=== pir_stimulus_gen ===
$ cat config.mk
export PLATFORM = sky130hd
export DESIGN_NAME = pir_stimulus_gen
export DESIGN_NICKNAME = d
export VERILOG_FILES = /design/src/rtl/pir_stimulus_gen.sv
export SDC_FILE = /design/constraint.sdc
export NUM_CORES = 1
export LEC_CHECK = 0
export CAP_MARGIN = 20
export CORE_ASPECT_RATIO = 1.1
export CORE_MARGIN = 1
export CORE_UTILIZATION = 54
export CTS_BUF_LIST = sky130_fd_sc_hd__clkbuf_4 sky130_fd_sc_hd__clkbuf_8
export DETAILED_ROUTE_END_ITERATION = 16
export GPL_ROUTABILITY_DRIVEN = 0
export PLACE_DENSITY = 0.76
export SYNTH_ARGS = -nofsm -noshare
export SYNTH_HDL_FRONTEND = slang
export SYNTH_SLANG_ARGS = --single-unit
$ cat constraint.sdc
create_clock -name clk -period 2.6 [get_ports clk]
set_input_delay 0.26 -clock clk [delete_from_list [all_inputs] [get_ports clk]]
set_output_delay 0.26 -clock clk [all_outputs]
set_load 0.02 [all_outputs]
$ cat src/rtl/pir_stimulus_gen.sv
// Mode-driven PIR stimulus sequencer: arm, active pattern, release, stop.
// Drives turn, stop_alarm and NUM_CH sensor words for the detection core.
module pir_stimulus_gen #(
    parameter int NUM_CH    = 3,
    parameter int SENS_W    = 7,
    parameter int ARM_CYC   = 2,
    parameter int STEP_CYC  = 5,
    parameter int RUN_STEPS = 4,
    parameter int HOLD_CYC  = 5,
    parameter int RAMP_INC  = 40,
    parameter int LFSR_W    = 16,
    parameter logic [LFSR_W-1:0] LFSR_SEED = 16'hACE1
) (
    input  logic                          clk,
    input  logic                          rst,
    input  logic                          start,
    input  logic                          abort,
    input  logic [1:0]                    mode,
    output logic                          turn,
    output logic                          stop_alarm,
    output logic [NUM_CH*SENS_W-1:0]      pir_sensor,
    output logic [$clog2(RUN_STEPS):0]    step_idx,
    output logic                          busy,
    output logic                          done
);

    localparam int STEP_W = $clog2(RUN_STEPS) + 1;
    localparam int CNT_W  = 16;
    localparam int PIR_W  = NUM_CH * SENS_W;

    localparam logic [CNT_W-1:0]  ARM_LAST  = CNT_W'(ARM_CYC - 1);
    localparam logic [CNT_W-1:0]  STEP_LAST = CNT_W'(STEP_CYC - 1);
    localparam logic [CNT_W-1:0]  HOLD_LAST = CNT_W'(HOLD_CYC - 1);
    localparam logic [STEP_W-1:0] LAST_STEP = STEP_W'(RUN_STEPS - 1);
    localparam logic [LFSR_W-1:0] TAPS      = LFSR_W'(16'hB400);
    localparam logic [LFSR_W-1:0] SEED_EFF  =
        (LFSR_SEED == '0) ? LFSR_W'(1) : LFSR_SEED;

    typedef enum logic [2:0] {
        S_IDLE, S_ARM, S_RUN, S_REL, S_STOP, S_DONE
    } state_t;

    state_t              state_q, state_d;
    logic [CNT_W-1:0]    cnt_q, cnt_d;
    logic [STEP_W-1:0]   step_q, step_d;
    logic [1:0]          mode_q, mode_d;
    logic [LFSR_W-1:0]   lfsr_q, lfsr_d;
    logic [PIR_W-1:0]    pir_q, pir_d;
    logic                turn_q, turn_d;
    logic                stop_q, stop_d;
    logic                busy_q, busy_d;
    logic                done_q, done_d;

    function automatic logic [LFSR_W-1:0] lfsr_next(
        input logic [LFSR_W-1:0] x
    );
        return x[0] ? ((x >> 1) ^ TAPS) : (x >> 1);
    endfunction

    function automatic logic [PIR_W-1:0] pattern(
        input logic [1:0]        m,
        input logic [STEP_W-1:0] s,
        input logic [LFSR_W-1:0] l
    );
        logic [PIR_W-1:0]  v;
        logic [SENS_W-1:0] w;
        logic [LFSR_W-1:0] rot;
        int                r;
        v = '0;
        for (int k = 0; k < NUM_CH; k++) begin
            r   = (3 * k) % LFSR_W;
            rot = (l >> r) | (l << (LFSR_W - r));
            unique case (m)
                2'd0: w = SENS_W'(29 + 27 * k);
                2'd1: w = rot[SENS_W-1:0];
                2'd2: w = SENS_W'(int'(s) * RAMP_INC + 16 * k);
                default: w = ((int'(s) % NUM_CH) == k) ? '1 : '0;
            endcase
            v[k*SENS_W +: SENS_W] = w;
        end
        return v;
    endfunction

    // State, counters, pattern source and registered outputs.
    always_ff @(posedge clk or posedge rst) begin
        if (rst) begin
            state_q <= S_IDLE;
            cnt_q   <= '0;
            step_q  <= '0;
            mode_q  <= '0;
            lfsr_q  <= SEED_EFF;
            pir_q   <= '0;
            turn_q  <= 1'b0;
            stop_q  <= 1'b0;
            busy_q  <= 1'b0;
            done_q  <= 1'b0;
        end else begin
            state_q <= state_d;
            cnt_q   <= cnt_d;
            step_q  <= step_d;
            mode_q  <= mode_d;
            lfsr_q  <= lfsr_d;
            pir_q   <= pir_d;
            turn_q  <= turn_d;
            stop_q  <= stop_d;
            busy_q  <= busy_d;
            done_q  <= done_d;
        end
    end

    // Sequencing; outputs follow the state being entered.
    always_comb begin
        state_d = state_q;
        cnt_d   = cnt_q + CNT_W'(1);
        step_d  = step_q;
        mode_d  = mode_q;
        lfsr_d  = lfsr_q;
        pir_d   = pir_q;
        unique case (state_q)
            S_IDLE: begin
                cnt_d = '0;
                if (start) begin
                    state_d = S_ARM;
                    mode_d  = mode;
                    lfsr_d  = SEED_EFF;
                end
            end
            S_ARM: begin
                if (abort) begin
                    state_d = S_STOP;
                    cnt_d   = '0;
                end else if (cnt_q == ARM_LAST) begin
                    state_d = S_RUN;
                    cnt_d   = '0;
                    step_d  = '0;
                    pir_d   = pattern(mode_q, '0, lfsr_q);
                end
            end
            S_RUN: begin
                if (abort) begin
                    state_d = S_STOP;
                    cnt_d   = '0;
                    step_d  = '0;
                end else if (cnt_q == STEP_LAST) begin
                    cnt_d = '0;
                    if (step_q == LAST_STEP) begin
                        state_d = S_REL;
                        step_d  = '0;
                    end else begin
                        step_d = step_q + STEP_W'(1);
                        lfsr_d = lfsr_next(lfsr_q);
                        pir_d  = pattern(mode_q, step_d, lfsr_d);
                    end
                end
            end
            S_REL: begin
                if (abort || cnt_q == HOLD_LAST) begin
                    state_d = S_STOP;
                    cnt_d   = '0;
                end
            end
            S_STOP: begin
                state_d = S_DONE;
                cnt_d   = '0;
            end
            default: begin
                state_d = S_IDLE;
                cnt_d   = '0;
            end
        endcase
        if (state_d != S_RUN) begin
            pir_d = '0;
        end
        turn_d = (state_d == S_ARM) || (state_d == S_RUN)
              || (state_d == S_REL);
        busy_d = turn_d || (state_d == S_STOP);
        stop_d = (state_d == S_STOP);
        done_d = (state_d == S_DONE);
    end

    assign turn       = turn_q;
    assign stop_alarm = stop_q;
    assign pir_sensor = pir_q;
    assign step_idx   = step_q;
    assign busy       = busy_q;
    assign done       = done_q;

endmodule

=== mem_port_arbiter ===
**config.mk**
```make
export PLATFORM = sky130hd
export DESIGN_NAME = mem_port_arbiter
export DESIGN_NICKNAME = d
export VERILOG_FILES = /design/src/rtl/mem_arb_pkg.sv /design/src/rtl/mem_arb_tag_fifo.sv /design/src/rtl/mem_port_arbiter.sv
export SDC_FILE = /design/constraint.sdc
export NUM_CORES = 1
export LEC_CHECK = 0
export ABC_AREA = 1
export CAP_MARGIN = 0
export CORE_AREA = 2 2 81 83
export CTS_CLUSTER_DIAMETER = 50
export CTS_CLUSTER_SIZE = 40
export DETAILED_ROUTE_END_ITERATION = 12
export DIE_AREA = 0 0 83 85
export GPL_TIMING_DRIVEN = 0
export PLACE_DENSITY = 0.85
export SLEW_MARGIN = 5
export SYNTH_ARGS = -nofsm -noshare
export SYNTH_HDL_FRONTEND = slang
export SYNTH_SLANG_ARGS = --single-unit
```
**constraint.sdc**
```tcl
create_clock -name clk -period 5.3 [get_ports clk]
set_input_delay 1.06 -clock clk [delete_from_list [all_inputs] [get_ports clk]]
set_output_delay 1.06 -clock clk [all_outputs]
set_load 0.05 [all_outputs]
```
**src/rtl/mem_arb_pkg.sv**
```systemverilog
// mem_arb_pkg: shared source/tag types and payload widths for the memory port arbiter
package mem_arb_pkg;
  localparam int REQ_W = 32;
  localparam int RESP_W = 32;
  typedef enum logic {SRC_IF, SRC_D} arb_src_t;
  typedef struct packed {
    arb_src_t src;
    logic stale;
  } arb_tag_t;
endpackage

```
**src/rtl/mem_arb_tag_fifo.sv**
```systemverilog
// mem_arb_tag_fifo: in-order tag FIFO of in-flight requests with per-source stale marking
module mem_arb_tag_fifo
  import mem_arb_pkg::*;
#(
  parameter int DEPTH = 2,
  localparam int PW = DEPTH > 1 ? $clog2(DEPTH) : 1,
  localparam int CW = $clog2(DEPTH + 1)
) (
  input  logic clk,
  input  logic rst_n,
  input  logic push,
  input  arb_tag_t push_tag,
  input  logic pop,
  input  logic flush,
  input  arb_src_t flush_src,
  output arb_tag_t head,
  output logic full,
  output logic empty,
  output logic [CW-1:0] count
);
  arb_tag_t mem [DEPTH];
  logic [PW-1:0] rd, wr;
  function automatic logic [PW-1:0] nxt(input logic [PW-1:0] p);
    return p == PW'(DEPTH - 1) ? '0 : p + 1'b1;
  endfunction
  assign full = count == CW'(DEPTH);
  assign empty = count == '0;
  assign head = '{src: mem[rd].src, stale: mem[rd].stale || (flush && mem[rd].src == flush_src)};
  // pointers wrap at DEPTH; simultaneous push and pop leave the count unchanged
  always_ff @(posedge clk or negedge rst_n)
    if (!rst_n) begin
      rd <= '0;
      wr <= '0;
      count <= '0;
    end else begin
      if (push) wr <= nxt(wr);
      if (pop) rd <= nxt(rd);
      count <= count + CW'(push) - CW'(pop);
    end
  // entry storage; a flush marks every entry of the flushed source stale in place
  always_ff @(posedge clk or negedge rst_n)
    if (!rst_n) for (int i = 0; i < DEPTH; i++) mem[i] <= '0;
    else
      for (int i = 0; i < DEPTH; i++)
        if (push && wr == PW'(i)) mem[i] <= push_tag;
        else if (flush && mem[i].src == flush_src) mem[i].stale <= 1'b1;
endmodule

```
**src/rtl/mem_port_arbiter.sv**
```systemverilog
// mem_port_arbiter: round-robin sharing of one memory port by fetch and data stages (optional perf counters: MEM_ARB_PERF_CNT_EN)
module mem_port_arbiter
  import mem_arb_pkg::*;
#(
  parameter int MAX_OUTSTANDING = 2
) (
  input  logic clk,
  input  logic rst_n,
  input  logic if_req_valid,
  output logic if_req_ready,
  input  logic [REQ_W-1:0] if_req_data,
  output logic if_resp_valid,
  input  logic if_resp_ready,
  output logic [RESP_W-1:0] if_resp_data,
  input  logic d_req_valid,
  output logic d_req_ready,
  input  logic [REQ_W-1:0] d_req_data,
  output logic d_resp_valid,
  input  logic d_resp_ready,
  output logic [RESP_W-1:0] d_resp_data,
  input  logic if_flush,
  output logic mem_req_valid,
  input  logic mem_req_ready,
  output logic [REQ_W-1:0] mem_req_data,
  input  logic mem_resp_valid,
  output logic mem_resp_ready,
  input  logic [RESP_W-1:0] mem_resp_data
`ifdef MEM_ARB_PERF_CNT_EN
  ,
  output logic [31:0] perf_if_grants,
  output logic [31:0] perf_d_grants,
  output logic [31:0] perf_dropped
`endif
);
  localparam int CW = $clog2(MAX_OUTSTANDING + 1);
  arb_src_t grant, lock_src, last_grant;
  arb_tag_t head;
  logic lock, if_elig, d_elig, can_issue, issue, pop, full, empty, hd_if, hd_d, hd_stale;
  logic [CW-1:0] count;
  // round-robin grant that holds while the port stalls; a flushed fetch is never eligible
  always_comb begin
    if_elig = rst_n && if_req_valid && !if_flush;
    d_elig = rst_n && d_req_valid;
    grant = lock ? lock_src : (if_elig != d_elig) ? (if_elig ? SRC_IF : SRC_D) : (last_grant == SRC_IF ? SRC_D : SRC_IF);
    can_issue = rst_n && !full;
    mem_req_valid = (grant == SRC_IF ? if_elig : d_elig) && can_issue;
    mem_req_data = grant == SRC_IF ? if_req_data : d_req_data;
    if_req_ready = grant == SRC_IF && !if_flush && mem_req_ready && can_issue;
    d_req_ready = grant == SRC_D && mem_req_ready && can_issue;
    issue = mem_req_valid && mem_req_ready;
  end
  // steer the in-order response to the FIFO head's issuer, silently draining stale fetches
  always_comb begin
    hd_if = !empty && head.src == SRC_IF && !head.stale;
    hd_d = !empty && head.src == SRC_D;
    hd_stale = !empty && head.stale;
    if_resp_valid = hd_if && mem_resp_valid;
    d_resp_valid = hd_d && mem_resp_valid;
    mem_resp_ready = hd_if ? if_resp_ready : hd_d ? d_resp_ready : hd_stale;
    pop = mem_resp_valid && mem_resp_ready;
  end
  assign if_resp_data = mem_resp_data;
  assign d_resp_data = mem_resp_data;
  // lock remembers a stalled grant; last_grant records the most recent issuer for fairness
  always_ff @(posedge clk or negedge rst_n)
    if (!rst_n) begin
      lock <= 1'b0;
      lock_src <= SRC_IF;
      last_grant <= SRC_D;
    end else begin
      if (mem_req_valid) begin
        lock <= !mem_req_ready;
        lock_src <= grant;
      end else if (lock && lock_src == SRC_IF && if_flush) lock <= 1'b0;
      if (issue) last_grant <= grant;
    end
  mem_arb_tag_fifo #(.DEPTH(MAX_OUTSTANDING)) u_tags (
    .clk(clk),
    .rst_n(rst_n),
    .push(issue),
    .push_tag('{src: grant, stale: 1'b0}),
    .pop(pop),
    .flush(if_flush),
    .flush_src(SRC_IF),
    .head(head),
    .full(full),
    .empty(empty),
    .count(count)
  );
  // a response with nothing in flight means the memory side broke ordering
  assert property (@(posedge clk) disable iff (!rst_n) !(mem_resp_valid && empty));
  assert property (@(posedge clk) disable iff (!rst_n) count <= CW'(MAX_OUTSTANDING));
`ifdef MEM_ARB_PERF_CNT_EN
  // free-running event counters for issues per source and dropped stale responses
  always_ff @(posedge clk or negedge rst_n)
    if (!rst_n) begin
      perf_if_grants <= '0;
      perf_d_grants <= '0;
      perf_dropped <= '0;
    end else begin
      if (issue && grant == SRC_IF) perf_if_grants <= perf_if_grants + 32'd1;
      if (issue && grant == SRC_D) perf_d_grants <= perf_d_grants + 32'd1;
      if (pop && hd_stale) perf_dropped <= perf_dropped + 32'd1;
    end
`endif
endmodule

```

## Gallery

The metal 2 layer.
image #1
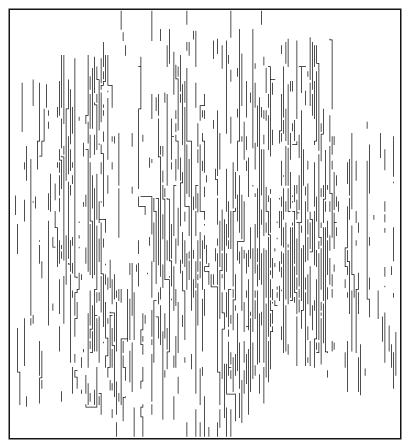
image #2
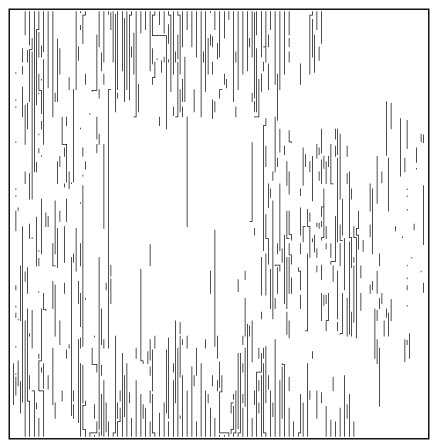
mem_port_arbiter: image #2
pir_stimulus_gen: image #1

Key to image #1:
The wires run mostly vertical. The layer holds 49% of the routed length.

### Gate-type map, mem_port_arbiter

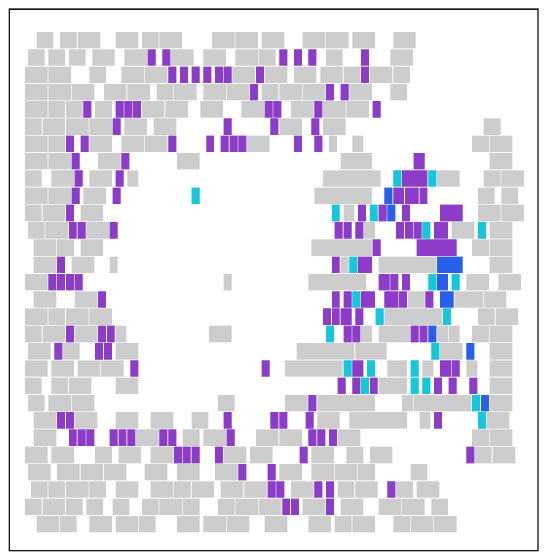
Key: nor cells = blue [cells 8, most used nor2_1, where east]; inv cells = cyan [cells 23, most used inv_1]; nand cells = purple [cells 144, most used nand2_1, where spread over the die]
Cell Count, Final, Fillers Out: 523
multi-input combinational area share: 0.203
Top cell excl fill/tap: clkdlybuf4s50_1

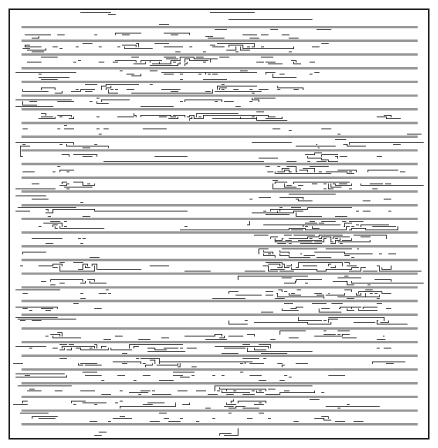
*The metal 1 layer, mem_port_arbiter*
Supply wires on this layer in grey.
The layer carries 2090 um of wire. The wires run mostly horizontal. 464 nets have wire on it. The layer holds 35% of the routed length.
Vias: 2110
met1 usage: 0.159
final WL: 5900 um

==> results.toml, mem_port_arbiter <==
# physical design summary
[synth]
ys.warnings.count = 0

[clock_network]
htree_num_levels = 1
cts_resized = 0
clock_latency_ps = 240

[drt]
wl_per_cell_um = 11.3

[job]
warnings = 26

[layout]
lay_top_cells = "173 x clkdlybuf4s50_1, 130 x nand2_1, 64 x buf_4, 20 x inv_1, 10 x dfrtp_1"
fin_util = 0.557

[floorplanning]
pin_count = 207
die_x_um = 83

[critical_path]
setup.worst_path.start = "rst_n"
endpoint = "mem_req_data[18]"
timing.critical_path.from_type = "input port"

[global_route]
grt_util_all_layers = 0.158

[status]
status = "completed"
mem_port_arbiter: tightest hold or removal path, stage by stage, from the launching register on:
cell and delay (ps):
dfstp_2 370, nand2_1 60, nand2_1 40
mem_port_arbiter: sequential cells by signal, indices dropped and copies added, names as in the netlist:
name / count
u_tags.rd: 1
lock_src: 1
lock: 1
last_grant: 1
u_tags.count: 2
u_tags.mem: 4
u_tags.wr: 1
mem_port_arbiter: stage by stage:
stage	total power [mW]	worst slack [ps]	hold WS, ps
after floorplan	1.17	1240	449
after global placement	1.65	344	464
after detailed placement	1.67	277	476
after CTS	1.76	245	483
after global routing	1.86	439	514
final	1.74	746	478
mem_port_arbiter: logic make-up after synthesis:
family,after synthesis,synth area share
AOI/OAI and AO/OA,10,0.0334
xor gates and xnor gates,1,0.00557
adders and majority gates,1,0.00795
buffers and inverters,93,0.377
DFF,11,0.176
and+or+nand+nor,152,0.400
mem_port_arbiter: cell type report:
cell class                      count  area (um^2)  share of cell area
Sequential cell                    11          277              0.0800
Buffer                             70          507               0.147
Timing Repair Buffer              174         1740               0.504
Multi-Input combinational cell    164          703               0.203
Clock buffer                        4         45.0              0.0130
Inverter                           23         86.3              0.0250
Tap cell                           77         96.3              0.0279
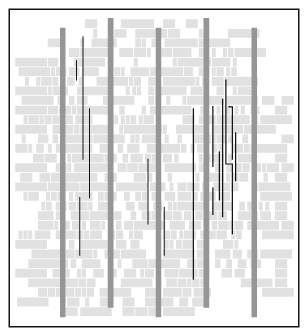
*The metal 4 layer, pir_stimulus_gen*
Supply wires on this layer in grey. Cells faint in the background.
The longest straight run is 48.3 um. 12 nets have wire on it. The layer holds 3.5% of the routed length. The wires run mostly vertical. The layer carries 308 um of wire.
Vias: 3131
final WL: 8730 um

==> results.toml, pir_stimulus_gen <==
# physical design summary
[final_timing]
setup_ws_ps = 112
hold_viol_final = 0

[drt]
wl_met3_um = 361

[clock_network]
cts_resized = 1

[synth]
common_cells = "57 x dfrtp_1, 48 x nand2_1, 42 x nor2_1, 23 x o21ai_0, 22 x inv_1"
synth-xor-area-share = 0.0489
ys_sh_mux = 0.0529
syn_area_um2 = 3760
synth_top_cell_by_area = "dfrtp_1"

[place]
place_area_um2 = 4230

[global_route]
grt_util_met2 = 0.432
grt_util_all_layers = 0.260

[power]
design_power_total_mw = 3.43
ir_worst_vdd_mv = 0.479
cellPowerDensity_nw_per_um2 = 770

[min_path]
hp-class = "in2async"

[layout]
design_area_um2 = 4460
comb_area_frac = 0.437

[floorplanning]
pin_count = 34

[status]
status = "completed"
pir_stimulus_gen: cells in the final DEF, fill, tap and decap left out, types with 11 or more instances in the layout:
cell / Yosys / layout
a21oi_1: 15 / 15
buf_4: 2 / 14
clkbuf_8: 0 / 11
clkdlybuf4s50_1: 0 / 33
dfrtp_1: 57 / 57
inv_1: 22 / 21
nand2_1: 48 / 48
nand3_1: 12 / 12
nor2_1: 42 / 42
o21ai_0: 23 / 22
xor2_1: 11 / 11
pir_stimulus_gen: power groups by stage:
| stage | logic (mW) | clock network (mW) | registers, mW |
|---|---|---|---|
| floorplan | 0.888 | 0 | 1.25 |
| CTS | 1.24 | 0.914 | 1.27 |
| detailed placement | 1.23 | 0 | 1.29 |
| global route | 1.37 | 0.958 | 1.29 |
| global placement | 1.22 | 0 | 1.28 |
| finish | 1.26 | 0.899 | 1.27 |
pir_stimulus_gen: worst max-delay path, stage by stage, from the launching register on:
cell and delay, ps:
dfrtp_1 390, buf_4 170, ha_2 380, inv_1 70, nand2_1 60, o21ai_1 50, ha_1 270, nor2b_1 50
o21ai_1 120, a21oi_1 100, buf_4 160, a211o_1 290, a32o_1 240


==> gallery <==
Metal 3.
Scale bar: 20 um. Cells faint in the background.
picture 1
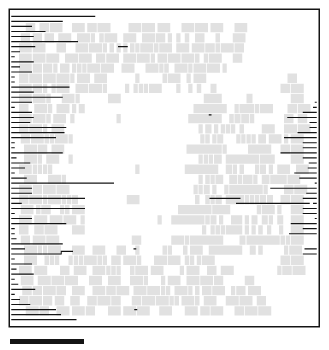
picture 2
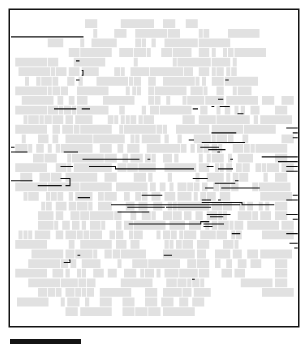
mem_port_arbiter: picture 1
pir_stimulus_gen: picture 2


==> screenshots <==
Clock wiring as the flow saved it.
panel A
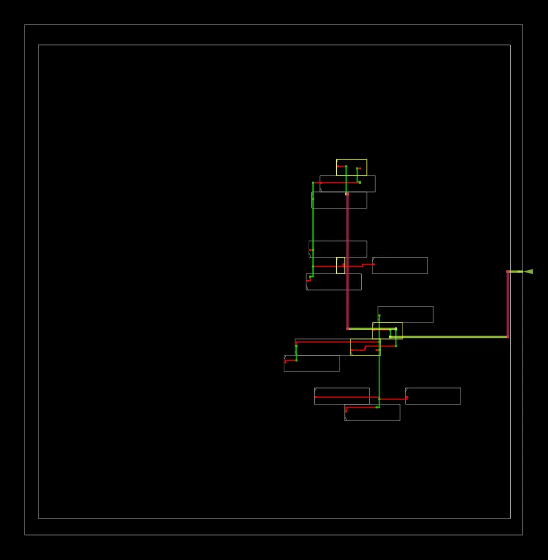
panel B
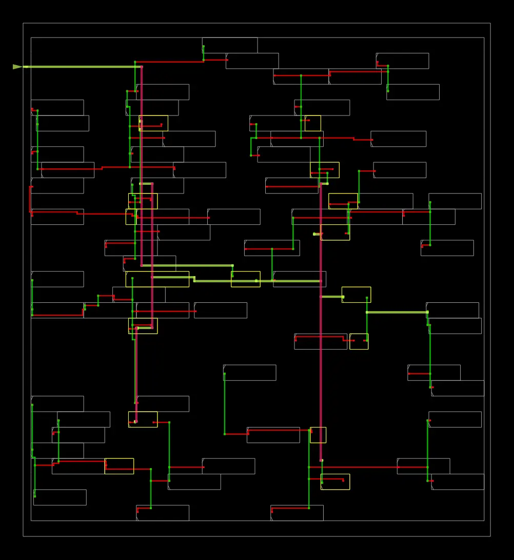
| picture | from |
|---|---|
| panel B | pir_stimulus_gen |
| panel A | mem_port_arbiter |
Of these, most sequential cells: panel B
Of these, most clock buffers: panel B

Power and IR drop assume default switching activity.
